# ---- design 1 ----
**Design 1: layout detail**

Window x 42 to 67, y 38 to 63 um. Cells in grey, sequential cells in the stronger grey; small squares are vias.
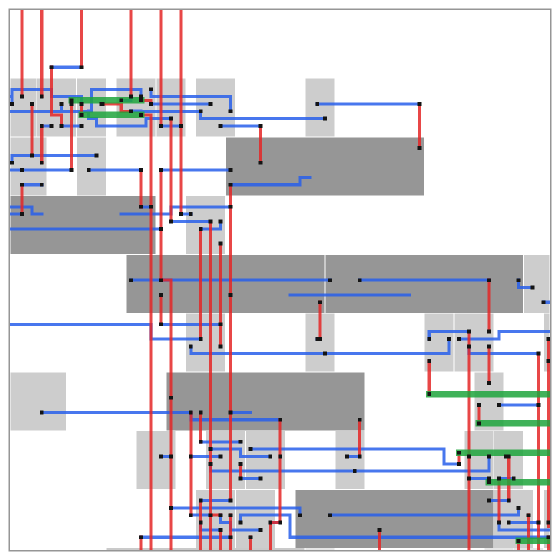

===== src/rtl/ram_port_master.sv =====
// Single-port initiator for the dual-port RAM: valid/ready command in, RAM strobes out, one response per command.
// Optional write-ack timeout is compiled in with `define ACK_TIMEOUT_EN.
module ram_port_master #(
    parameter int ADDR_W      = 11,
    parameter int DATA_W      = 8,
    parameter int RD_LATENCY  = 1
`ifdef ACK_TIMEOUT_EN
    ,
    parameter int ACK_TIMEOUT = 15
`endif
) (
    input  logic              clk,
    input  logic              reset,
    input  logic              cmd_valid,
    output logic              cmd_ready,
    input  logic              cmd_write,
    input  logic [ADDR_W-1:0] cmd_addr,
    input  logic [DATA_W-1:0] cmd_wdata,
    output logic              rsp_valid,
    input  logic              rsp_ready,
    output logic              rsp_write,
    output logic [DATA_W-1:0] rsp_rdata,
    output logic              rsp_err,
    output logic              busy,
    output logic              ram_wr_en,
    output logic              ram_rd_en,
    output logic [ADDR_W-1:0] ram_addr,
    output logic [DATA_W-1:0] ram_wdata,
    input  logic              ram_wr_ack,
    input  logic [DATA_W-1:0] ram_rd_data
);

    typedef enum logic [2:0] {
        IDLE,
        WR,
        WAIT_ACK,
        RD,
        RD_WAIT,
        RSP
    } state_t;

    localparam logic [2:0] LAT_LAST = 3'(RD_LATENCY - 1);

    state_t            state;
    state_t            state_next;
    logic [ADDR_W-1:0] addr_q;
    logic [DATA_W-1:0] wdata_q;
    logic [DATA_W-1:0] rdata_q;
    logic              write_q;
    logic [2:0]        lat_cnt;
    logic              accept;
    logic              lat_done;
    logic              timeout;

    assign accept    = cmd_valid & cmd_ready;
    assign lat_done  = (lat_cnt == LAT_LAST);
    assign rsp_write = write_q;
    assign rsp_rdata = rdata_q;
    assign ram_addr  = (state != IDLE) ? addr_q  : '0;
    assign ram_wdata = (state != IDLE) ? wdata_q : '0;

`ifdef ACK_TIMEOUT_EN
    localparam int              CNT_W   = $clog2(ACK_TIMEOUT + 1);
    localparam logic [CNT_W-1:0] TO_LAST = CNT_W'(ACK_TIMEOUT - 1);

    logic [CNT_W-1:0] ack_cnt;
    logic             err_q;

    assign timeout = (ack_cnt == TO_LAST);
    assign rsp_err = err_q;

    // Counts WAIT_ACK cycles of the current write; the error flag is sticky until the next command.
    always_ff @(posedge clk or negedge reset) begin
        if (!reset) begin
            ack_cnt <= '0;
            err_q   <= 1'b0;
        end else begin
            if (accept && cmd_write) begin
                ack_cnt <= '0;
            end else if (state == WAIT_ACK) begin
                ack_cnt <= ack_cnt + CNT_W'(1);
            end
            if (accept) begin
                err_q <= 1'b0;
            end else if (state == WAIT_ACK && !ram_wr_ack && timeout) begin
                err_q <= 1'b1;
            end
        end
    end
`else
    assign timeout = 1'b0;
    assign rsp_err = 1'b0;
`endif

    always_ff @(posedge clk or negedge reset) begin
        if (!reset) begin
            state <= IDLE;
        end else begin
            state <= state_next;
        end
    end

    // Command capture and read-latency tracking; read data lands on the edge ending the last RD_WAIT cycle.
    always_ff @(posedge clk or negedge reset) begin
        if (!reset) begin
            addr_q  <= '0;
            wdata_q <= '0;
            rdata_q <= '0;
            write_q <= 1'b0;
            lat_cnt <= '0;
        end else begin
            if (accept) begin
                addr_q  <= cmd_addr;
                wdata_q <= cmd_write ? cmd_wdata : '0;
                write_q <= cmd_write;
                rdata_q <= '0;
            end
            if (state == RD) begin
                lat_cnt <= '0;
            end else if (state == RD_WAIT) begin
                lat_cnt <= lat_cnt + 3'd1;
            end
            if (state == RD_WAIT && lat_done) begin
                rdata_q <= ram_rd_data;
            end
        end
    end

    always_comb begin
        state_next = state;
        cmd_ready  = 1'b0;
        rsp_valid  = 1'b0;
        ram_wr_en  = 1'b0;
        ram_rd_en  = 1'b0;
        busy       = (state != IDLE);
        case (state)
            IDLE: begin
                // Held low while reset is asserted so every output reads 0 in reset.
                cmd_ready = reset;
                if (cmd_valid && reset) begin
                    state_next = cmd_write ? WR : RD;
                end
            end
            WR: begin
                ram_wr_en  = 1'b1;
                state_next = ram_wr_ack ? RSP : WAIT_ACK;
            end
            WAIT_ACK: begin
                if (ram_wr_ack || timeout) begin
                    state_next = RSP;
                end
            end
            RD: begin
                ram_rd_en  = 1'b1;
                state_next = RD_WAIT;
            end
            RD_WAIT: begin
                if (lat_done) begin
                    state_next = RSP;
                end
            end
            RSP: begin
                rsp_valid = 1'b1;
                if (rsp_ready) begin
                    state_next = IDLE;
                end
            end
            default: begin
                state_next = IDLE;
            end
        endcase
    end

endmodule


===== config.mk =====
export PLATFORM = sky130hd
export DESIGN_NAME = ram_port_master
export DESIGN_NICKNAME = d
export VERILOG_FILES = /design/src/rtl/ram_port_master.sv
export SDC_FILE = /design/constraint.sdc
export NUM_CORES = 1
export LEC_CHECK = 0
export ABC_AREA = 1
export CORE_ASPECT_RATIO = 0.9
export CORE_MARGIN = 5
export CORE_UTILIZATION = 46
export DETAILED_ROUTE_END_ITERATION = 7
export DONT_BUFFER_PORTS = 1
export PLACE_DENSITY = 0.75
export SYNTH_ARGS = -nofsm -noshare
export SYNTH_HDL_FRONTEND = slang
export SYNTH_SLANG_ARGS = --single-unit

===== constraint.sdc =====
create_clock -name clk -period 1.4 [get_ports clk]
set_input_delay 0.28 -clock clk [delete_from_list [all_inputs] [get_ports clk]]
set_output_delay 0.28 -clock clk [all_outputs]
set_load 0.005 [all_outputs]

# ---- design 2 ----
**config.mk**
```make
export PLATFORM = sky130hd
export DESIGN_NAME = reg_pipeline
export DESIGN_NICKNAME = d
export VERILOG_FILES = /design/src/rtl/reg_pipeline.sv
export SDC_FILE = /design/constraint.sdc
export NUM_CORES = 1
export LEC_CHECK = 0
export CORE_ASPECT_RATIO = 1.25
export CORE_MARGIN = 10
export CORE_UTILIZATION = 51
export CTS_CLUSTER_SIZE = 25
export DETAILED_ROUTE_END_ITERATION = 10
export PLACE_DENSITY = 0.77
export REMOVE_ABC_BUFFERS = 1
export SETUP_SLACK_MARGIN = 0.3
export SLEW_MARGIN = 20
export SYNTH_ARGS = -nofsm -noshare
export SYNTH_HDL_FRONTEND = slang
export SYNTH_SLANG_ARGS = --single-unit
```
**constraint.sdc**
```tcl
create_clock -name clk -period 2.1 [get_ports clk]
set_clock_uncertainty 0.05 [all_clocks]
set_input_delay 0.315 -clock clk [delete_from_list [all_inputs] [get_ports clk]]
set_output_delay 0.315 -clock clk [all_outputs]
set_load 0.005 [all_outputs]
```
**src/rtl/reg_pipeline.sv**
```systemverilog
// reg_pipeline: WIDTH-bit, DEPTH-stage retiming pipeline with valid/ready on
// both sides. Stalls propagate backwards through a combinational ready chain.
// Empty stages keep filling while later stages are stalled, so gaps between
// words close up. Flush discards all held words. count tracks how many stages
// hold a valid word.
module reg_pipeline #(
  parameter int unsigned      WIDTH       = 8,
  parameter int unsigned      DEPTH       = 3,
  parameter logic [WIDTH-1:0] RESET_VALUE = '0
) (
  input  logic                       clk,
  input  logic                       reset,
  input  logic [WIDTH-1:0]           in_data,
  input  logic                       in_valid,
  output logic                       in_ready,
  output logic [WIDTH-1:0]           out_data,
  output logic                       out_valid,
  input  logic                       out_ready,
  input  logic                       flush,
  output logic [$clog2(DEPTH+1)-1:0] count
);

  localparam int unsigned CW = $clog2(DEPTH + 1);

  // Per-stage state. Index DEPTH-1 is the output stage.
  logic [WIDTH-1:0] data_q   [DEPTH];
  logic [DEPTH-1:0] valid_q;
  logic [CW-1:0]    count_q;

  // ready[i] means stage i can take a word this cycle.
  // ready[DEPTH] stands for the downstream side.
  logic [DEPTH:0]   ready;

  // load[i] means a word moves into stage i at the next edge.
  // src_data[i] is the word that moves in.
  logic [DEPTH-1:0] load;
  logic [WIDTH-1:0] src_data [DEPTH];

  logic accept;
  logic consume;

  // Ready chain, evaluated from the output stage back towards the input.
  // NOTE: every variable written in an always_comb is given a value before any
  // branch or loop, so no path leaves it unassigned and no latch is inferred.
  always_comb begin
    logic rdy;
    rdy          = out_ready;
    ready        = '0;
    ready[DEPTH] = out_ready;
    for (int i = DEPTH - 1; i >= 0; i--) begin
      rdy      = ~valid_q[i] | rdy;
      ready[i] = rdy;
    end
  end

  assign in_ready = ready[0] & ~flush;
  assign accept   = in_valid & in_ready;
  assign consume  = valid_q[DEPTH-1] & out_ready;

  // Stage 0 is fed from the upstream port.
  // Every other stage is fed from the stage behind it.
  assign load[0]     = accept;
  assign src_data[0] = in_data;

  for (genvar g = 1; g < DEPTH; g++) begin : g_src
    assign load[g]     = valid_q[g-1] & ready[g];
    assign src_data[g] = data_q[g-1];
  end

  // Stage registers: load on transfer in, clear when the word leaves and none
  // arrives, hold when stalled. Flush clears valid bits but not data.
  // NOTE: data registers normally need no reset. They are reset here only
  // because out_data must show RESET_VALUE after reset.
  always_ff @(posedge clk) begin
    if (!reset) begin
      // NOTE: sequential state uses non-blocking assignments, so every stage
      // samples its neighbour's pre-edge value and the shift is order-independent.
      valid_q <= '0;
      for (int i = 0; i < DEPTH; i++) begin
        data_q[i] <= RESET_VALUE;
      end
    end else if (flush) begin
      valid_q <= '0;
    end else begin
      for (int i = 0; i < DEPTH; i++) begin
        valid_q[i] <= load[i] | (valid_q[i] & ~ready[i+1]);
        if (load[i]) begin
          data_q[i] <= src_data[i];
        end
      end
    end
  end

  // Occupancy: +1 per accepted word, -1 per consumed word, 0 on reset or flush.
  always_ff @(posedge clk) begin
    if (!reset || flush) begin
      count_q <= '0;
    end else begin
      count_q <= count_q + CW'(accept) - CW'(consume);
    end
  end

  assign out_data  = data_q[DEPTH-1];
  assign out_valid = valid_q[DEPTH-1];
  assign count     = count_q;

endmodule

```
# ---- design 3 ----
<file path="config.mk">
export PLATFORM = sky130hd
export DESIGN_NAME = cpu_mbus
export DESIGN_NICKNAME = d
export VERILOG_FILES = /design/src/rtl/cpu_mbus_pkg.sv /design/src/rtl/cpu_mbus_alu.sv /design/src/rtl/cpu_mbus.sv
export SDC_FILE = /design/constraint.sdc
export NUM_CORES = 1
export LEC_CHECK = 0
export CORE_MARGIN = 4
export CORE_UTILIZATION = 55
export CTS_BUF_LIST = sky130_fd_sc_hd__clkbuf_16
export CTS_CLUSTER_SIZE = 16
export DETAILED_ROUTE_END_ITERATION = 12
export GPL_ROUTABILITY_DRIVEN = 0
export PLACE_DENSITY = 0.81
export SLEW_MARGIN = 20
export SYNTH_ARGS = -nofsm -noshare
export SYNTH_HDL_FRONTEND = slang
export SYNTH_SLANG_ARGS = --single-unit
</file>
<file path="constraint.sdc">
create_clock -name clk_ -period 5.2 [get_ports clk_]
set_clock_uncertainty 0.15 [all_clocks]
set_input_delay 0.52 -clock clk_ [delete_from_list [all_inputs] [get_ports clk_]]
set_output_delay 0.52 -clock clk_ [all_outputs]
set_load 0.02 [all_outputs]
</file>
<file path="src/rtl/cpu_mbus_pkg.sv">
// Shared types for the cpu_mbus accumulator CPU.
//   opcode_t : 3-bit instruction opcode held in the top bits of the IR
//   state_t  : sequencer state, also exported on cpu_mbus.dbg_state
package cpu_mbus_pkg;

  localparam int OPC_WIDTH = 3;

  typedef enum logic [2:0] {
    OP_HLT = 3'd0,
    OP_SKZ = 3'd1,
    OP_ADD = 3'd2,
    OP_AND = 3'd3,
    OP_XOR = 3'd4,
    OP_LDA = 3'd5,
    OP_STO = 3'd6,
    OP_JMP = 3'd7
  } opcode_t;

  typedef enum logic [2:0] {
    S_FETCH  = 3'd0,
    S_DECODE = 3'd1,
    S_MEM    = 3'd2,
    S_EXEC   = 3'd3,
    S_HALT   = 3'd4
  } state_t;

endpackage

</file>
<file path="src/rtl/cpu_mbus_alu.sv">
// Combinational accumulator ALU.
//   i_op : opcode selecting the function (ADD, AND, XOR, LDA pass-through)
//   i_a  : accumulator value
//   i_b  : operand fetched from memory
//   o_y  : result; ADD wraps modulo 2^DATA_WIDTH, the carry is dropped
module alu
  import cpu_mbus_pkg::*;
#(
  parameter int DATA_WIDTH = 8
) (
  input  opcode_t               i_op,
  input  logic [DATA_WIDTH-1:0] i_a,
  input  logic [DATA_WIDTH-1:0] i_b,
  output logic [DATA_WIDTH-1:0] o_y
);

  always_comb begin
    o_y = i_b;
    case (i_op)
      OP_ADD:  o_y = i_a + i_b;
      OP_AND:  o_y = i_a & i_b;
      OP_XOR:  o_y = i_a ^ i_b;
      default: o_y = i_b;  // LDA, and a harmless value for the rest
    endcase
  end

endmodule

</file>
<file path="src/rtl/cpu_mbus.sv">
// Multi-cycle accumulator CPU with a single request/acknowledge memory bus.
//   clk_       : sole clock, rising edge
//   rst        : synchronous active-high reset
//   cont       : one-cycle pulse that leaves HALT
//   mem_req    : bus request; mem_we/mem_addr/mem_wdata are valid with it
//   mem_ack    : completes the transfer in a cycle where mem_req is also 1
//   mem_rdata  : read data, sampled only in the ack cycle of a read
//   halt       : 1 in the HALT state
//   pc_out     : current program counter
//   dbg_state  : current sequencer state
//
// Bus handshake: mem_req acts as valid and mem_ack as ready. A transfer
// happens exactly in a cycle with mem_req=1 and mem_ack=1. Once raised,
// mem_req and its qualifiers stay unchanged until that cycle (the state
// cannot leave FETCH/MEM without ack). mem_ack seen with mem_req=0 is ignored.
module cpu_mbus
  import cpu_mbus_pkg::*;
#(
  parameter int DATA_WIDTH = 8,
  parameter int ADDR_WIDTH = 5
) (
  input  logic                  clk_,
  input  logic                  rst,
  input  logic                  cont,
  output logic                  mem_req,
  output logic                  mem_we,
  output logic [ADDR_WIDTH-1:0] mem_addr,
  output logic [DATA_WIDTH-1:0] mem_wdata,
  input  logic                  mem_ack,
  input  logic [DATA_WIDTH-1:0] mem_rdata,
  output logic                  halt,
  output logic [ADDR_WIDTH-1:0] pc_out,
  output state_t                dbg_state
);

  // The opcode and operand address must fit side by side in one word.
  if (DATA_WIDTH < ADDR_WIDTH + OPC_WIDTH) begin : g_width_check
    $error("cpu_mbus: DATA_WIDTH must be at least ADDR_WIDTH+3");
  end

  state_t                r_state;
  logic [ADDR_WIDTH-1:0] r_pc;
  logic [DATA_WIDTH-1:0] r_acc;
  logic [DATA_WIDTH-1:0] r_ir;
  logic [DATA_WIDTH-1:0] r_opnd;

  opcode_t               w_opc;
  logic [ADDR_WIDTH-1:0] w_addr;
  logic [DATA_WIDTH-1:0] w_alu;
  logic                  w_unused_ir;

  assign w_opc  = opcode_t'(r_ir[DATA_WIDTH-1 -: OPC_WIDTH]);
  assign w_addr = r_ir[ADDR_WIDTH-1:0];
  // Bits between the opcode and the address field carry no meaning.
  assign w_unused_ir = ^r_ir;

  alu #(.DATA_WIDTH(DATA_WIDTH)) u_alu (
    .i_op (w_opc),
    .i_a  (r_acc),
    .i_b  (r_opnd),
    .o_y  (w_alu)
  );

  always_ff @(posedge clk_) begin
    if (rst) begin
      r_state <= S_FETCH;
      r_pc    <= '0;
      r_acc   <= '0;
      r_ir    <= '0;
      r_opnd  <= '0;
    end else begin
      case (r_state)
        S_FETCH: begin
          if (mem_ack) begin
            r_ir    <= mem_rdata;
            r_pc    <= r_pc + ADDR_WIDTH'(1);
            r_state <= S_DECODE;
          end
        end
        S_DECODE: begin
          case (w_opc)
            OP_HLT: r_state <= S_HALT;
            OP_SKZ: begin
              // pc already points past SKZ; one more step skips the next word
              if (r_acc == '0) r_pc <= r_pc + ADDR_WIDTH'(1);
              r_state <= S_FETCH;
            end
            OP_JMP: begin
              r_pc    <= w_addr;
              r_state <= S_FETCH;
            end
            default: r_state <= S_MEM;
          endcase
        end
        S_MEM: begin
          if (mem_ack) begin
            if (w_opc == OP_STO) begin
              r_state <= S_FETCH;
            end else begin
              r_opnd  <= mem_rdata;
              r_state <= S_EXEC;
            end
          end
        end
        S_EXEC: begin
          r_acc   <= w_alu;
          r_state <= S_FETCH;
        end
        S_HALT: begin
          if (cont) r_state <= S_FETCH;
        end
        default: r_state <= S_FETCH;
      endcase
    end
  end

  // Bus outputs decode straight from the state register. mem_req is also
  // gated by rst so a pending request drops while reset is held.
  assign mem_req   = ((r_state == S_FETCH) || (r_state == S_MEM)) && !rst;
  assign mem_we    = (r_state == S_MEM) && (w_opc == OP_STO) && !rst;
  assign mem_addr  = (r_state == S_MEM) ? w_addr : r_pc;
  assign mem_wdata = r_acc;
  assign halt      = (r_state == S_HALT);
  assign pc_out    = r_pc;
  assign dbg_state = r_state;

endmodule
</file>
# ---- design 4 ----
[config.mk]
export PLATFORM = sky130hd
export DESIGN_NAME = counter4bit_sequencer
export DESIGN_NICKNAME = d
export VERILOG_FILES = /design/src/rtl/counter_seq_pkg.sv /design/src/rtl/tick_prescaler.sv /design/src/rtl/counter4bit_sequencer.sv
export SDC_FILE = /design/constraint.sdc
export NUM_CORES = 1
export LEC_CHECK = 0
export CAP_MARGIN = 40
export CORE_MARGIN = 2
export CORE_UTILIZATION = 26
export CTS_BUF_LIST = sky130_fd_sc_hd__clkbuf_4
export CTS_CLUSTER_SIZE = 40
export DETAILED_ROUTE_END_ITERATION = 16
export DONT_BUFFER_PORTS = 1
export GPL_TIMING_DRIVEN = 0
export HOLD_SLACK_MARGIN = 0.02
export PLACE_DENSITY = 0.37
export REMOVE_ABC_BUFFERS = 1
export SKIP_LAST_GASP = 1
export SLEW_MARGIN = 15
export SYNTH_ARGS = -nofsm -noshare
export SYNTH_HDL_FRONTEND = slang
export SYNTH_SLANG_ARGS = --single-unit
[constraint.sdc]
create_clock -name clk_50M -period 2.5 [get_ports clk_50M]
set_input_delay 0.625 -clock clk_50M [delete_from_list [all_inputs] [get_ports clk_50M]]
set_output_delay 0.625 -clock clk_50M [all_outputs]
set_load 0.01 [all_outputs]
[src/rtl/counter_seq_pkg.sv]
// Shared types for the 4-bit run controller: FSM state encodings, command
// decode values and the count width.
package counter_seq_pkg;

   localparam int CNT_W = 4;

   typedef enum logic [1:0] {
      ST_IDLE  = 2'b00,
      ST_RUN   = 2'b01,
      ST_PAUSE = 2'b10,
      ST_DONE  = 2'b11
   } state_e;

   // Only the highest-priority pulse survives decode.
   typedef enum logic [2:0] {
      CMD_NONE,
      CMD_START,
      CMD_STOP,
      CMD_LOAD,
      CMD_CLEAR
   } cmd_e;

   function automatic logic [CNT_W-1:0] min_cnt(input logic [CNT_W-1:0] a,
                                                input logic [CNT_W-1:0] b);
      return (a < b) ? a : b;
   endfunction

endpackage

[src/rtl/tick_prescaler.sv]
// Free-running prescaler that raises tick for one cycle every DIV enabled
// cycles; the count is held at zero whenever enable is low.
module tick_prescaler #(
   parameter int DIV = 50_000_000
) (
   input  logic clk_50M,
   input  logic Reset,
   input  logic enable,
   output logic tick
);

   localparam int PW = $clog2(DIV);
   localparam logic [PW-1:0] PC_MAX = PW'(DIV - 1);

   logic [PW-1:0] pc_q, pc_d;

   always_comb begin
      pc_d = '0;
      if (enable)
         pc_d = (pc_q == PC_MAX) ? '0 : pc_q + PW'(1);
   end

   always_ff @(posedge clk_50M or negedge Reset) begin
      if (!Reset) pc_q <= '0;
      else        pc_q <= pc_d;
   end

   assign tick = (pc_q == PC_MAX);

endmodule

[src/rtl/counter4bit_sequencer.sv]
// Run controller for the 4-bit 1 Hz counter: command FSM, count register and
// the internally generated count-enable tick.
module counter4bit_sequencer
   import counter_seq_pkg::*;
#(
   parameter int DIV = 50_000_000
) (
   input  logic             clk_50M,
   input  logic             Reset,
   input  logic             start,
   input  logic             stop,
   input  logic             clear,
   input  logic             load_en,
   input  logic [CNT_W-1:0] load_val,
   input  logic             up_down,
   input  logic [CNT_W-1:0] limit,
   input  logic             auto_reload,
   output logic [CNT_W-1:0] Output,
   output logic             tick,
   output logic             running,
   output logic             done,
   output logic [1:0]       state
);

   state_e           state_q, state_d;
   logic [CNT_W-1:0] cnt_q, cnt_d;
   logic [CNT_W-1:0] start_val;
   logic [CNT_W-1:0] step_cnt;
   logic             step_done;
   logic             pre_tick;
   logic             pc_en;
   cmd_e             cmd;

   assign start_val = up_down ? '0 : limit;

   always_comb begin
      cmd = CMD_NONE;
      if      (clear)   cmd = CMD_CLEAR;
      else if (load_en) cmd = CMD_LOAD;
      else if (stop)    cmd = CMD_STOP;
      else if (start)   cmd = CMD_START;
   end

   // Result of a count step, evaluated only when a tick edge is taken.
   always_comb begin
      step_cnt  = cnt_q;
      step_done = 1'b0;
      if (up_down) begin
         if (cnt_q >= limit) begin
            step_cnt  = auto_reload ? '0 : cnt_q;
            step_done = !auto_reload;
         end else begin
            step_cnt = cnt_q + 1'b1;
         end
      end else begin
         if (cnt_q == '0) begin
            step_cnt  = auto_reload ? limit : cnt_q;
            step_done = !auto_reload;
         end else if (cnt_q > limit) begin
            step_cnt = limit;
         end else begin
            step_cnt = cnt_q - 1'b1;
         end
      end
   end

   // Tick step first; an acting command then overrides it entirely.
   always_comb begin
      state_d = state_q;
      cnt_d   = cnt_q;
      if (tick) begin
         cnt_d = step_cnt;
         if (step_done) state_d = ST_DONE;
      end
      unique case (cmd)
         CMD_CLEAR: begin
            state_d = ST_IDLE;
            cnt_d   = start_val;
         end
         CMD_LOAD: begin
            if (state_q != ST_RUN) begin
               cnt_d   = min_cnt(load_val, limit);
               state_d = (state_q == ST_DONE) ? ST_IDLE : state_q;
            end
         end
         CMD_STOP: begin
            if (state_q == ST_RUN) begin
               state_d = ST_PAUSE;
               cnt_d   = cnt_q;
            end
         end
         CMD_START: begin
            if (state_q != ST_RUN) begin
               state_d = ST_RUN;
               cnt_d   = (state_q == ST_DONE) ? start_val : cnt_q;
            end
         end
         default: ;
      endcase
   end

   always_ff @(posedge clk_50M or negedge Reset) begin
      if (!Reset) begin
         state_q <= ST_IDLE;
         cnt_q   <= '0;
      end else begin
         state_q <= state_d;
         cnt_q   <= cnt_d;
      end
   end

   // Prescaler runs only while staying in RUN, so it restarts on every entry.
   assign pc_en = (state_q == ST_RUN) && (state_d == ST_RUN);

   tick_prescaler #(.DIV(DIV)) u_prescaler (
      .clk_50M (clk_50M),
      .Reset   (Reset),
      .enable  (pc_en),
      .tick    (pre_tick)
   );

   assign tick    = pre_tick && (state_q == ST_RUN);
   assign Output  = cnt_q;
   assign running = (state_q == ST_RUN);
   assign done    = (state_q == ST_DONE);
   assign state   = state_q;

endmodule

# ---- design 5 ----
===== src/rtl/serial_subtractor.sv =====
// serial_subtractor: multi-cycle a - b - bin, DIGIT bits per clock with the borrow registered between digits.
module serial_subtractor #(
  parameter int WIDTH = 8,
  parameter int DIGIT = 1
) (
  input  logic             clk,
  input  logic             rst,
  input  logic             start,
  input  logic [WIDTH-1:0] a,
  input  logic [WIDTH-1:0] b,
  input  logic             bin,
  output logic             busy,
  output logic             done,
  output logic [WIDTH-1:0] diff,
  output logic             borrow,
  output logic             zero
);
  localparam int STEPS = WIDTH / DIGIT;
  localparam int CW = $clog2(STEPS) + 1;
  localparam logic [1:0] IDLE = 2'd0, RUN = 2'd1, DONE = 2'd2;
  if (WIDTH < 1 || DIGIT < 1 || WIDTH % DIGIT != 0) begin : g_bad_params
    $error("serial_subtractor: WIDTH must be a positive multiple of DIGIT");
  end
  logic [1:0] state;
  logic [WIDTH-1:0] a_sh, b_sh, d_sh, d_next;
  logic run_borrow;
  logic [CW-1:0] cnt;
  logic [DIGIT:0] br;
  logic [DIGIT-1:0] dig;
  logic last;
  assign br[0] = run_borrow;
  for (genvar g = 0; g < DIGIT; g++) begin : g_fs
    assign dig[g] = a_sh[g] ^ b_sh[g] ^ br[g];
    assign br[g+1] = (~a_sh[g] & b_sh[g]) | (~(a_sh[g] ^ b_sh[g]) & br[g]);
  end
  // new digit enters at the top; after STEPS shifts the LSB digit has reached bit 0
  assign d_next = (d_sh >> DIGIT) | (WIDTH'(dig) << (WIDTH - DIGIT));
  assign last = cnt == CW'(STEPS - 1);
  assign busy = state == RUN;
  assign done = state == DONE;
  always_ff @(posedge clk or posedge rst) begin
    if (rst) begin
      state <= IDLE;
      a_sh <= '0;
      b_sh <= '0;
      d_sh <= '0;
      run_borrow <= 1'b0;
      cnt <= '0;
      diff <= '0;
      borrow <= 1'b0;
      zero <= 1'b0;
    end else if (state == IDLE) begin
      if (start) begin
        a_sh <= a;
        b_sh <= b;
        run_borrow <= bin;
        cnt <= '0;
        state <= RUN;
      end
    end else if (state == RUN) begin
      a_sh <= a_sh >> DIGIT;
      b_sh <= b_sh >> DIGIT;
      d_sh <= d_next;
      run_borrow <= br[DIGIT];
      cnt <= cnt + 1'b1;
      if (last) begin
        state <= DONE;
        diff <= d_next;
        borrow <= br[DIGIT];
        zero <= ~|d_next;
      end
    end else begin
      state <= IDLE;
    end
  end
endmodule


===== config.mk =====
export PLATFORM = sky130hd
export DESIGN_NAME = serial_subtractor
export DESIGN_NICKNAME = d
export VERILOG_FILES = /design/src/rtl/serial_subtractor.sv
export SDC_FILE = /design/constraint.sdc
export NUM_CORES = 1
export LEC_CHECK = 0
export CAP_MARGIN = 15
export CORE_ASPECT_RATIO = 0.75
export CORE_MARGIN = 2
export CORE_UTILIZATION = 46
export DETAILED_ROUTE_END_ITERATION = 10
export PLACE_DENSITY = 0.85
export SETUP_SLACK_MARGIN = 0.02
export SLEW_MARGIN = 20
export SYNTH_ARGS = -nofsm -noshare
export SYNTH_HDL_FRONTEND = slang
export SYNTH_SLANG_ARGS = --single-unit

===== constraint.sdc =====
create_clock -name clk -period 1.4 [get_ports clk]
set_input_delay 0.14 -clock clk [delete_from_list [all_inputs] [get_ports clk]]
set_output_delay 0.14 -clock clk [all_outputs]
set_load 0.03 [all_outputs]

**Design 4: layout detail**

Window x 63 to 88, y 63 to 88 um. Cells in grey, sequential cells in the stronger grey; small squares are vias.
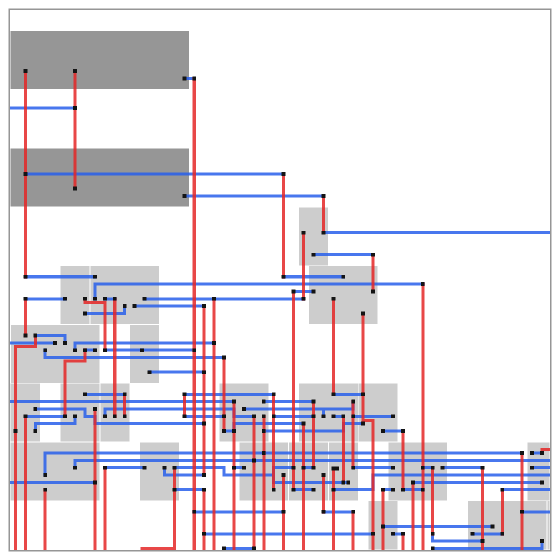
met1: marked blue. met2: marked red.
Most frequent: nand2_1 (3). Sequential cells in the window: 2. Netlist names of flops here include `Output` (2). 23 logic cells have their middle in the window.

**Design 4: routing congestion**

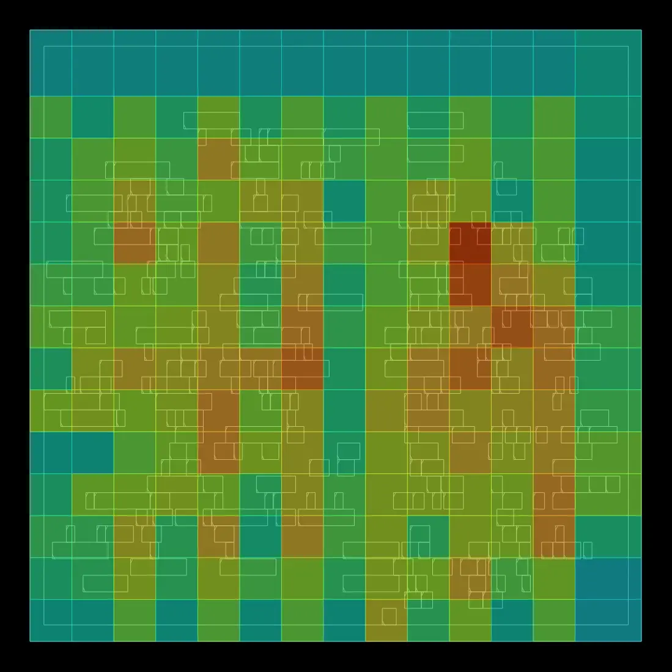
met2 usage in global routing: 22.92%
global-route layer with the greatest usage: met2
utilization after layout: 29.13%

==> run notes, design 4 <==
Physical implementation status

The run finished with clean final reports. The commonest cells after synthesis are sky130_fd_sc_hd__nor2_1 (39), sky130_fd_sc_hd__dfrtp_1 (32), sky130_fd_sc_hd__nand2_1 (19). The share of synthesized cell area in full adder, half adder and majority cells stands at 5.673%. The number of clock sinks seen by CTS stands at 32. The worst setup skew after layout stands at 9.793 ps. In the final routed layout, each cell accounts on average for 16.28 um. Summed over all failing endpoints, the final setup total negative slack is 0 ps. The instance count of the mapped netlist stands at between 200 and 300. The number of placed instances with taps included stands at around 380.

The die extent in y stands at slightly above 100 um. STA reports the tightest min-delay check as being of type primary input to asynchronous set/reset pin. The worst register-to-register path ends at Output[1].

The number of multi-input combinational cells stands at ~230. The area used by sequential logic in the layout stands at 803.3 um2. TritonCTS built the clock tree. The number of sequential cells reported for the layout is 32. The core utilization before placement stands at 26.51%. The number of violations of the max-capacitance limit stands at 0. The area reported by Yosys stat stands at about 2400 um2. The largest individual stage delay along the critical path comes from the cell sky130_fd_sc_hd__or4b_4. Per report_power, the top consumer among the power groups is registers. The clock tree synthesis step divided the H-tree into 2 levels.

The final power report lists total power as about 0.0011 W. According to the tapcell log, the count of inserted taps is approximately 110. The number of buffers created by CTS stands at 5. The post-CTS resize count stands at 6. Entering global routing, the biggest net connects 33 pins. The I/O pin count stands at 25. The final critical-path required period stands at about 2400 ps.
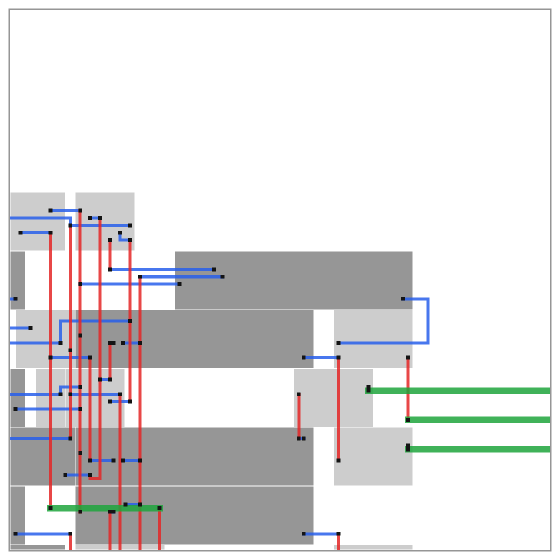
**Above:** design 2 (layout detail).
Window x 37 to 62, y 46 to 71 um. Cells in grey, sequential cells in the stronger grey; small squares are vias.
met1: marked blue. met2: marked red. met3: marked green.
Netlist names of flops here include `data_q` (4). 12 logic cells have their middle in the window. Most frequent: edfxtp_1 (4), a21boi_0 (3), clkdlybuf4s50_1 (3). Sequential cells in the window: 4.

==> run notes, design 2 <==
Physical implementation status

The minimum setup slack after placement stands at -12.61 ps. The run finished with clean final reports. Logic depth along the worst register-to-register path is recorded as 8. The sequential element share of the synthesized area stands at ~60%. The number of hold-slack violations in the final timing report stands at 0. Hold timing on the final database bottoms out at a slack of roughly 430 ps. The placeable core area stands at approximately 2500 um2. The maximum fanout along the worst path stands at 12. Non-clock buffers in the final layout number 30. For hold timing, the worst endpoint is valid_q[0]. In the per-layer summary, the met1 wirelength comes to 825 um. The layout cell share with drive strength beyond 1 stands at 33.06%. The yosys cell count stands at roughly 94. The setup slack on the worst flop-to-flop path stands at 480 ps. The non-clock inverter total of the final layout stands at 3. Counting the warning lines in the Yosys log gives 0. The post-route non-filler standard cell count stands at between 150 and 200. The detail route stage leaves a number of antenna-violating nets equal to 0.

STA reports the tightest min-delay check as being of type primary input to flop. The design internal power stands at roughly 0.00088 W. Routing resource usage on met2 recorded by global route was 12.86%. The initial antenna violation count stands at 0.

The post-synthesis instance area stands at about 1400 um2. The power in combinational cells stands at 0.000109 W. The number of flip-flops in the largest register stands at 24. The post-cts hold-fix buffer tally stands at 0. The clock buffers instantiated in the layout total 8. The routed via count stands at approximately 770. The mux cell area share after synthesis stands at 0%. The width of the chip stands at between 60 and 70 um. For the clock group, total power comes out at 0.000333 W. Per the synthesis report, the dominant area consumer among library cells is sky130_fd_sc_hd__edfxtp_1. In the post-route analysis, the smallest setup slack over all paths is roughly 430 ps. The number of antenna diodes in the final layout is 0. The worst voltage drop across the vdd grid stands at between 0.5 and 0.6 mV. The iteration-0 DRC count of the detailed router stands at 26.

The average footprint of a synthesized cell stands at about 14 um2. Post-synthesis, Yosys gives the total cell area as approximately 1400 um2. After detailed routing, the average wire length per cell comes to about 13 um.
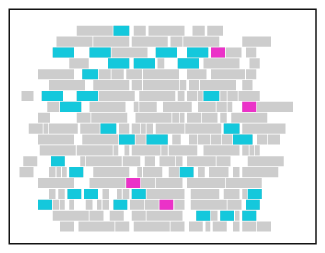
**Above:** design 5 (gate families picked out).
Drawn at 4 px/um.
multiplexers: marked cyan, cells 31, most used mux2i_1. AND-OR and OR-AND gates: marked magenta, cells 4.
post-route insts no fill: 247
logic share of the area: 31.29%
Commonest Layout Cell: sky130_fd_sc_hd__dfrtp_1

==> run notes, design 5 <==
Physical implementation status

The area of the chip stands at about 4400 um2. The worst register-to-register path has a setup slack of -70 ps. The core utilization before placement stands at ~49%. The synthesized netlist has a Yosys-reported chip area of 1803 um2.

The tree is rooted in a sky130_fd_sc_hd__clkbuf_8. The completed layout was analyzed and its total power is ~0.0063 W. Entering global routing, the biggest net connects roughly 40 pins. The sequential element share of the synthesized area stands at approximately 56%. The highest metal layer carrying signal wires in the routed design is met4. Traced cell by cell, the critical path runs through fa_1, nor4_2, nand2_1, o31ai_2. Wire segments on met2 add up to between 2 and 2.5 mm in the final route. The yosys cell count stands at between 100 and 150. Across all layers, the routed design uses around 1.3k vias.

The first global-routing pass estimated 6.285 mm of wire. The minimum setup slack in the final design stands at -68.57 ps. At the worst endpoint, the required time is between 1500 and 2000 ps.

The arrival time reported for the critical path endpoint stands at roughly 1700 ps. The flop share of the area stands at between 30% and 40%. The proportion of total power due to net switching stands at between 30% and 40%.

The worst max-slew margin expressed relative to the limit stands at about 80%. After detailed routing, the average wire length per cell comes to between 15 and 20 um. OpenSTA lists the critical path startpoint as a_sh[0].

The sum of routed wire segments on met1 stands at around 1.9 mm. Post-synth the commonest register cell is sky130_fd_sc_hd__dfrtp_1. The maximum fanout along the worst path stands at 3. Per report_power, the sequential group accounts for about a third of the total.

The flow ran to the end, but the final reports show violations. After synthesis, the largest family of logic cells by area is multiplexers. The number of vias per cell stands at 5.223. The checks that failed: setup timing.

Once layout is done, the placed cells without fillers occupy between 2000 and 3000 um2. The number of buffers and inverters on the critical path is 0. The share of the synthesized area in the top cell type stands at roughly 56%. The worst setup path is captured at a flop. The count of library flops with an enable pin stands at 0. The count of buffers added on input and output ports is 31. The critical path is of the flop to flop type. The width of the chip stands at approximately 76 um.

The total power per unit cell area stands at 2451 nW/um2. Per the synth stats, the proportion of register bits with asynchronous set or reset is 100.0%. In the final timing run, aggregate negative setup slack is -326.7 ps. Across the placement rows, the number of tap cells is approximately 52. According to the hold report, the worst path is of the primary input to asynchronous set/reset pin type. Setup repair after global routing could not meet its margin everywhere. The final timing report counts setup violations totalling 11. The switching component of the power was reported as 0.002300 W. Routing resource usage on met3 recorded by global route was 6.075%. The number of hold-slack violations in the final timing report stands at 0. The logic depth of the worst setup path including buffers stands at 4.
**Design 1: routing congestion**

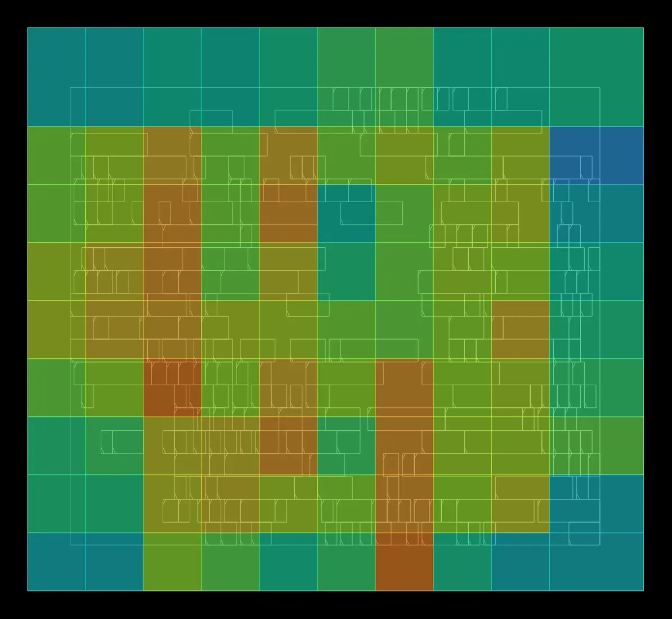
met2 usage in global routing: 24.78%
met3 GRT Util: 4.827%
global routing usage summed across all routing layers: 15.42%

## Picture notes: 'layout detail' of design 1
met3: marked green. met1: marked blue. met2: marked red.
Sequential cells in the window: 6. Netlist names of flops here include `wdata_q` (4), `addr_q` (2). 31 logic cells have their middle in the window. Most frequent: o21ai_0 (7), inv_1 (6), dfrtp_1 (6).

==> run notes, design 1 <==
Physical implementation status

The worst stage delay on the critical path stands at between 400 and 500 ps. Per the detail_route report, DRC violations left total 0. The floorplan step records an initial core utilization of between 40% and 50%. Counting the buffers created by CTS gives 5. After layout, the worst setup slack is -25.90 ps. The initial antenna violation count is 0.

The flow ran to the end, but the final reports show violations. The post-route setup TNS stands at -408.8 ps. By startpoint and endpoint, the worst setup path is classified as flop to primary output. The flop share of the area stands at a little over two fifths. The post-route non-filler standard cell count stands at between 200 and 300. The cell-mix breakdown from Yosys lists the XOR/XNOR area share as less than 1%.

The total power consumption of the routed design stands at 0.004385 W. The static leakage stands at 0.9948 nW. Multi-input gates account for about a third of the area. The non-clock inverters instantiated in the layout total 37. Multiplexer cells account for 0% of the synthesized area. The checks that failed: setup timing. From synthesis to final layout, the design area changed by 17.28%. The synthesized-area fraction occupied by and/or/nand/nor cells stands at 27.62%. In this run the mean area of a mapped cell was slightly below 8 um2. Across all register-to-register paths, the minimum setup slack is roughly 120 ps. The power report lists cell-internal power as ~0.0026 W. In this run the top signal layer used is met4. The total sequential power stands at roughly 0.0017 W. STA classifies the critical path startpoint as a flop.

The post-detailed-routing wire length stands at between 3 and 4 mm. The insertion delay to the later sink of the worst-skew pair stands at ~280 ps. The timing report shows that the slowest cell on the worst path is sky130_fd_sc_hd__dfrtp_1. Buffers inserted to repair hold after CTS numbered 2. From left edge to right edge, the die measures approximately 73 um. The setup violation total in the final timing report stands at 19.

The arrival time reported for the critical path endpoint stands at approximately 1200 ps. Combinational logic is responsible for between 40 and 50% of the overall power. The power in combinational cells stands at approximately 0.0020 W.
**Design 3: gate families picked out**

Drawn at 4 px/um.
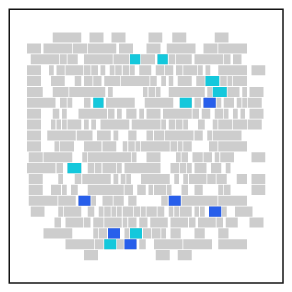
XOR/XNOR gates: marked blue, cells 6, most used xnor2_1. AND-OR and OR-AND gates: marked cyan, cells 9, most used a21o_1.

**Design 3: sequential cells grouped by signal name**

Drawn at 6 px/um. Other sequential cells in the stronger grey, the rest of the logic in the fainter grey.
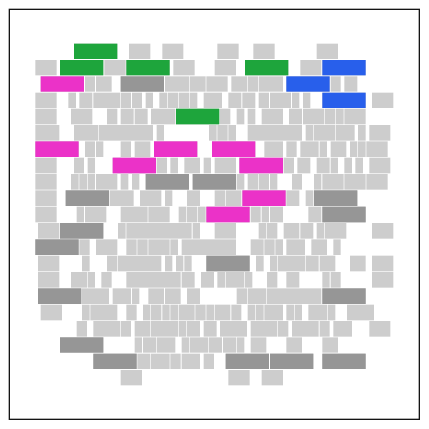
`dbg_state`: marked blue, placed flops 3. `r_ir`: marked magenta, placed flops 8. `pc_out`: marked green, placed flops 5.
utilization after layout: 73.37%
Flop+latch power: 0.000272 W
area of all sequential standard cells: 640.6 um2
fraction of area in registers: 25.56%

==> run notes, design 3 <==
Physical implementation status

After layout, the inverter instance count without clock inverters stands at 5. The met2 capacity usage during global routing stands at ~36%. Non-clock buffering takes up approximately 15% of total cell area after layout. By area, the class that comes first in the final layout consists of multi-input combinational cells. After Yosys synthesis, and, or, nand and nor cells account for approximately a quarter of the synthesized area. The tightest hold path in the finished design has a slack of approximately 320 ps. The minimum setup slack in the final design stands at ~2200 ps. The average footprint of a synthesized cell stands at about 8 um2. The overall die size recorded for this design is between 4000 and 5000 um2. The number of levels in the clock H-tree stands at 2. The synth_stat.txt file lists the number of cells as between 200 and 300.

The layout overhead on the synthesized area stands at 26.21%. The wire length of the first global-routing pass stands at roughly 8.3 mm. The static leakage stands at 0.9925 nW.

Summed over all nets, wire length on met2 after detailed routing comes to around 2.2 mm. Summing all multiplexer cells gives an area fraction of 8.444%. The depth of the worst hold-timing path stands at 2. The maximum fanout along the worst path stands at 34. The worst stage delay on the critical path stands at 600 ps. The worst setup path is launched from a primary input. The width of the chip stands at roughly 68 um. CTS placed an instance of sky130_fd_sc_hd__clkbuf_16 at the clock tree root.

Per the post-synthesis report, the nets total between 200 and 300. Setup repair after global routing left no endpoint under its margin. The iteration-0 DRC count of the detailed router stands at 213. Sorting the synthesized cells by area gives the leading types as sky130_fd_sc_hd__dfxtp_1 (32%), sky130_fd_sc_hd__nor2_1 (6.4%), sky130_fd_sc_hd__a21oi_1 (6.0%).

According to the hold report, the worst path is of the flop to flop type. Summed over all nets, the switching power comes to 0.0001773 W. In the final report, the number of endpoints failing setup comes to 0.

The number of antenna diodes in the final layout is 0. The count of warning messages emitted by the tools stands at 27. In the power breakdown, the biggest contributor is the clock network. The run finished with clean final reports.

The most common logic cell in the final layout is sky130_fd_sc_hd__clkdlybuf4s50_1. The async set or reset register ratio after synthesis stands at 0%. The non-clock buffer total of the final layout stands at 37. The total power consumption of the routed design stands at ~0.0007 W.

For reference, the critical path cell chain is clkdlybuf4s50_1, buf_4, nor3_1, nand2_1, nor2_1, clkdlybuf4s50_1. The power report attributes to the clock group a share of 47.2%. The flow reports power dissipated in the clock network as approximately 0.00033 W. The flow inserted roughly 46 tap cells. The highest metal layer carrying signal wires in the routed design is met4. The total of fill cells in the finished design stands at about 260.

==> gallery <==
The metal 1 layer.
panel A
Drawn at 4 px/um.
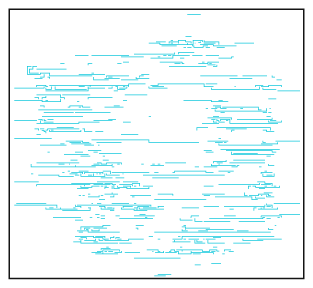
panel B
Drawn at 4 px/um.
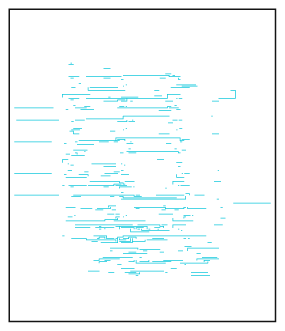
panel C
Drawn at 3 px/um.
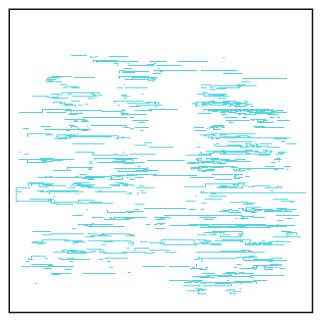
panel D
Drawn at 4 px/um.
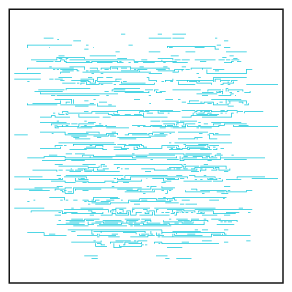
panel E
Drawn at 4 px/um.
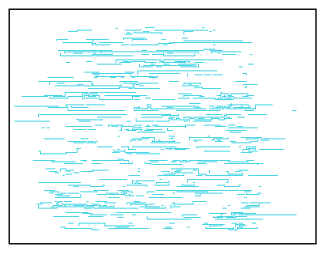
- design 3 = panel D
- design 2 = panel B
- design 1 = panel A
- design 5 = panel E
- design 4 = panel C
Of these, largest die: panel C

Key to panel A:
The layer carries 1,700 um of wire. 220 nets have wire on it.


# ---- design 6 ----
**Design 6: routing congestion**

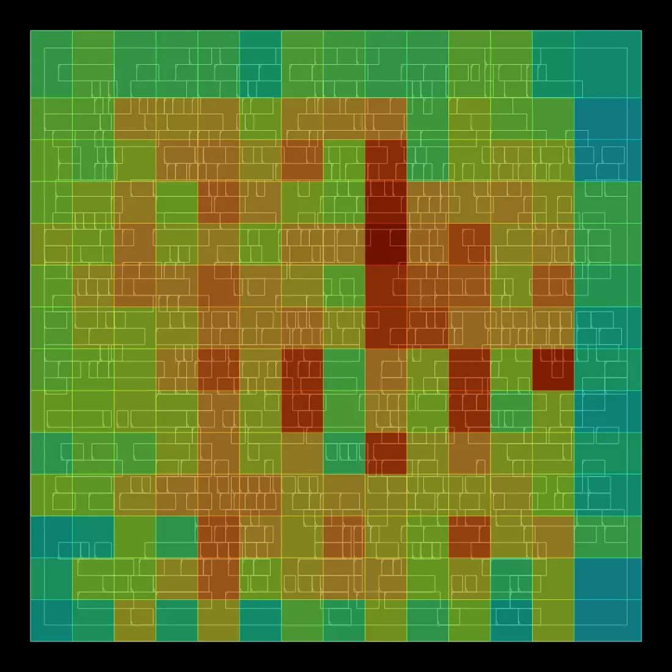
--- config.mk ---
export PLATFORM = sky130hd
export DESIGN_NAME = text_area_writer
export DESIGN_NICKNAME = d
export VERILOG_FILES = /design/src/rtl/text_area_writer.sv
export SDC_FILE = /design/constraint.sdc
export NUM_CORES = 1
export LEC_CHECK = 0
export CORE_MARGIN = 2
export CORE_UTILIZATION = 45
export DETAILED_ROUTE_END_ITERATION = 6
export HOLD_SLACK_MARGIN = 0.06
export PLACE_DENSITY_LB_ADDON = 0.08
export SKIP_CTS_REPAIR_TIMING = 1
export SYNTH_ARGS = -nofsm -noshare
export SYNTH_HDL_FRONTEND = slang
export SYNTH_SLANG_ARGS = --single-unit
--- constraint.sdc ---
create_clock -name i_clk -period 6.3 [get_ports i_clk]
set_input_delay 1.26 -clock i_clk [delete_from_list [all_inputs] [get_ports i_clk]]
set_output_delay 1.26 -clock i_clk [all_outputs]
set_load 0.01 [all_outputs]
--- src/rtl/text_area_writer.sv ---
// Write-side controller for the 8x8 text area cell store: takes character codes over
// valid/ready, tracks a cursor, and issues cell writes, row erases and full-screen clears.
module text_area_writer #(
  parameter int         COLS       = 84,
  parameter int         ROWS       = 64,
  parameter logic [7:0] BLANK_CHAR = 8'h20
) (
  input  logic        i_clk,
  input  logic        i_rst,
  input  logic        i_valid,
  output logic        o_ready,
  input  logic [7:0]  i_char,
  input  logic [3:0]  i_fg,
  input  logic [3:0]  i_bg,
  input  logic        i_cursor_set,
  input  logic [6:0]  i_cursor_col,
  input  logic [5:0]  i_cursor_row,
  output logic        o_we,
  output logic [12:0] o_addr,
  output logic [15:0] o_data,
  output logic [6:0]  o_cursor_col,
  output logic [5:0]  o_cursor_row,
  output logic        o_busy
);

  localparam logic [1:0] S_IDLE      = 2'd0;
  localparam logic [1:0] S_ERASE_ROW = 2'd1;
  localparam logic [1:0] S_CLEAR     = 2'd2;

  localparam logic [6:0] LAST_COL = 7'(COLS - 1);
  localparam logic [6:0] END_COL  = 7'(COLS);
  localparam logic [5:0] LAST_ROW = 6'(ROWS - 1);

  localparam logic [7:0] C_NUL = 8'h00;
  localparam logic [7:0] C_BS  = 8'h08;
  localparam logic [7:0] C_LF  = 8'h0A;
  localparam logic [7:0] C_FF  = 8'h0C;
  localparam logic [7:0] C_CR  = 8'h0D;

  logic [1:0] state;
  logic [6:0] seq_col;
  logic [5:0] seq_row;
  logic [3:0] attr_fg;
  logic [3:0] attr_bg;

  logic [6:0] eff_col;
  logic [5:0] eff_row;
  logic [5:0] next_row;

  // A cursor load in the same cycle as a code takes effect before the code is interpreted.
  // NOTE: every always_comb output gets a default first so no latch can be inferred.
  always_comb begin
    eff_col = o_cursor_col;
    eff_row = o_cursor_row;
    if (i_cursor_set) begin
      eff_col = (i_cursor_col > LAST_COL) ? LAST_COL : i_cursor_col;
      eff_row = i_cursor_row & LAST_ROW;
    end
    next_row = (eff_row + 6'd1) & LAST_ROW;
  end

  assign o_busy = ~o_ready;

  // NOTE: sequential state uses non-blocking assignments so every register samples pre-edge values.
  always_ff @(posedge i_clk or posedge i_rst) begin
    if (i_rst) begin
      state        <= S_IDLE;
      o_ready      <= 1'b1;
      o_we         <= 1'b0;
      o_addr       <= '0;
      o_data       <= '0;
      o_cursor_col <= '0;
      o_cursor_row <= '0;
      seq_col      <= '0;
      seq_row      <= '0;
      attr_fg      <= '0;
      attr_bg      <= '0;
    end else begin
      o_we <= 1'b0;
      case (state)
        S_IDLE: begin
          if (i_cursor_set) begin
            o_cursor_col <= eff_col;
            o_cursor_row <= eff_row;
          end
          if (i_valid) begin
            attr_fg <= i_fg;
            attr_bg <= i_bg;
            case (i_char)
              C_NUL: begin
              end
              C_BS: begin
                if (eff_col != 7'd0) o_cursor_col <= eff_col - 7'd1;
              end
              C_CR: begin
                o_cursor_col <= 7'd0;
              end
              C_LF: begin
                // Column 0 of the new row is written here; the sequence continues from column 1.
                o_cursor_row <= next_row;
                o_we         <= 1'b1;
                o_addr       <= {7'd0, next_row};
                o_data       <= {i_fg, i_bg, BLANK_CHAR};
                seq_col      <= 7'd1;
                seq_row      <= next_row;
                state        <= S_ERASE_ROW;
                o_ready      <= 1'b0;
              end
              C_FF: begin
                o_cursor_col <= 7'd0;
                o_cursor_row <= 6'd0;
                o_we         <= 1'b1;
                o_addr       <= '0;
                o_data       <= {i_fg, i_bg, BLANK_CHAR};
                if (LAST_ROW == 6'd0) begin
                  seq_col <= 7'd1;
                  seq_row <= 6'd0;
                end else begin
                  seq_col <= 7'd0;
                  seq_row <= 6'd1;
                end
                state   <= S_CLEAR;
                o_ready <= 1'b0;
              end
              default: begin
                o_we   <= 1'b1;
                o_addr <= {eff_col, eff_row};
                o_data <= {i_fg, i_bg, i_char};
                if (eff_col == LAST_COL) begin
                  // Auto-wrap: the whole new row is erased after the character lands.
                  o_cursor_col <= 7'd0;
                  o_cursor_row <= next_row;
                  seq_col      <= 7'd0;
                  seq_row      <= next_row;
                  state        <= S_ERASE_ROW;
                  o_ready      <= 1'b0;
                end else begin
                  o_cursor_col <= eff_col + 7'd1;
                end
              end
            endcase
          end
        end

        S_ERASE_ROW: begin
          if (seq_col == END_COL) begin
            state   <= S_IDLE;
            o_ready <= 1'b1;
          end else begin
            o_we    <= 1'b1;
            o_addr  <= {seq_col, seq_row};
            o_data  <= {attr_fg, attr_bg, BLANK_CHAR};
            seq_col <= seq_col + 7'd1;
          end
        end

        S_CLEAR: begin
          // Column-major walk; the column counter reaching COLS marks completion.
          if (seq_col == END_COL) begin
            state   <= S_IDLE;
            o_ready <= 1'b1;
          end else begin
            o_we   <= 1'b1;
            o_addr <= {seq_col, seq_row};
            o_data <= {attr_fg, attr_bg, BLANK_CHAR};
            if (seq_row == LAST_ROW) begin
              seq_row <= 6'd0;
              seq_col <= seq_col + 7'd1;
            end else begin
              seq_row <= seq_row + 6'd1;
            end
          end
        end

        default: begin
          state   <= S_IDLE;
          o_ready <= 1'b1;
        end
      endcase
    end
  end

endmodule

==> run notes <==
Physical implementation status

The number of placed instances with taps included stands at 659. Clock network power for this build is between 0.0003 and 0.0004 W. Per the final report, the share of cell area in non-clock buffers is 15.42%.

The data arrival time reported for the critical path is about 4600 ps. Before placement the cells fill a little under half of the core. The HPWL reported at the end of detailed placement stands at between 8 and 9 mm. The flow ran to the end, and the final reports show no timing, DRC or antenna violations. The worst max-slew margin expressed relative to the limit stands at between 30% and 40%. The post-route setup TNS stands at 0 ps. The non-clock buffer total of the final layout stands at approximately 82. The placed cell area stands at approximately 5100 um2. The area used by sequential logic in the layout stands at 1678 um2.

The class occupying the most area after layout is reported as multi-input combinational cells. Per the post-route antenna check, the number of violating nets is 0. The number of levels in the clock H-tree stands at 3.

The area of the chip stands at just over 10,000 um2. After clock tree synthesis, the clock-pin slew on the worst setup and hold paths is ~80 ps. The largest net degree at the start of global routing stands at 68. The flow reports an fmax of around 230 MHz. The minimum setup slack in the final design stands at just under 2000 ps. In this run the critical register-to-register path is launched from state[0].

For this design, the slowest cell found on the critical path is sky130_fd_sc_hd__clkdlybuf4s50_1. According to the floorplan report, the placeable core area is between 9000 and 10,000 um2. The fraction of synthesized cell area in xor and xnor cells stands at 1.662%. The insertion delay to the later sink of the worst-skew pair stands at around 350 ps. The standard-cell row count stands at 35. The multi-input gate share of the layout cell area stands at between 40% and 50%. The number of antenna cells inserted stands at 0.

The final timing report lists a max-slew violation count of 0. In this run the cell area of the synthesized design comes to about 4200 um2. Looking at area per cell type in the netlist, the leader is sky130_fd_sc_hd__dfrtp_1.

In the hold report, the worst path ends at attr_fg[3]. The layout cell share with drive strength beyond 1 stands at 7.270%. After synthesis, flip-flops and latches occupy around two fifths of the total area. The final routed wire length divided by cell count stands at around 18 um. The total power per unit cell area stands at ~430 nW/um2. In the final layout, the registers with the most flip-flops are o_data (16), o_addr (13). The setup check on the worst reg-to-reg path leaves a slack of 2810 ps. The last weighted congestion value of the routability-driven placer stands at between 0.9 and 1.
## Picture notes: 'routing congestion' of design 6
global-route layer with the greatest usage: met1
utilization after layout: 57.27%
met1 track demand over resource in global routing: 36.63%
global routing usage summed across all routing layers: 24.21%
met3 GRT Util: 3.121%



==> layout pictures side by side <==
Gate families picked out.
image #1
Drawn at 3 px/um.
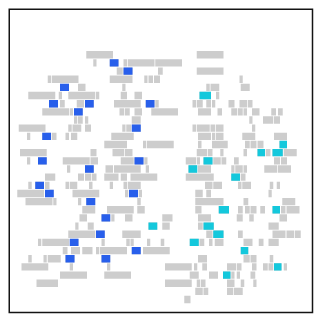
image #2
Drawn at 3 px/um.
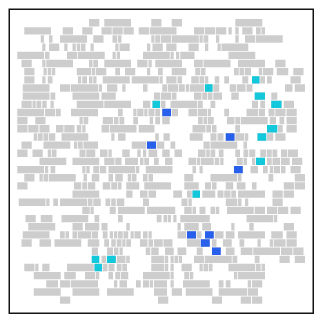
image #3
Drawn at 4 px/um.
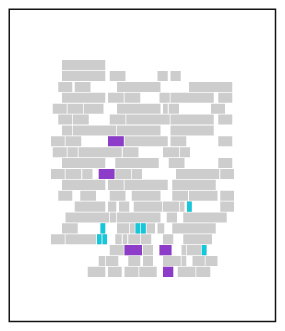
image #4
Drawn at 4 px/um.
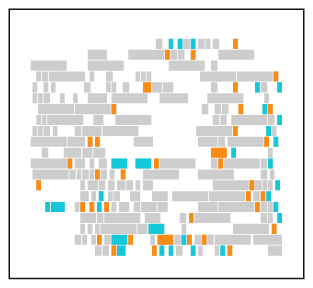
- most cells: image #2
Image #3 comes from design 2.
Image #2 comes from design 6.
Image #1 comes from design 4.
Image #4 comes from design 1.

Key to image #2:
AND-OR and OR-AND gates: marked cyan, cells 12. XOR/XNOR gates: marked blue, cells 8.

Power is estimated from default activity; no workload was simulated.
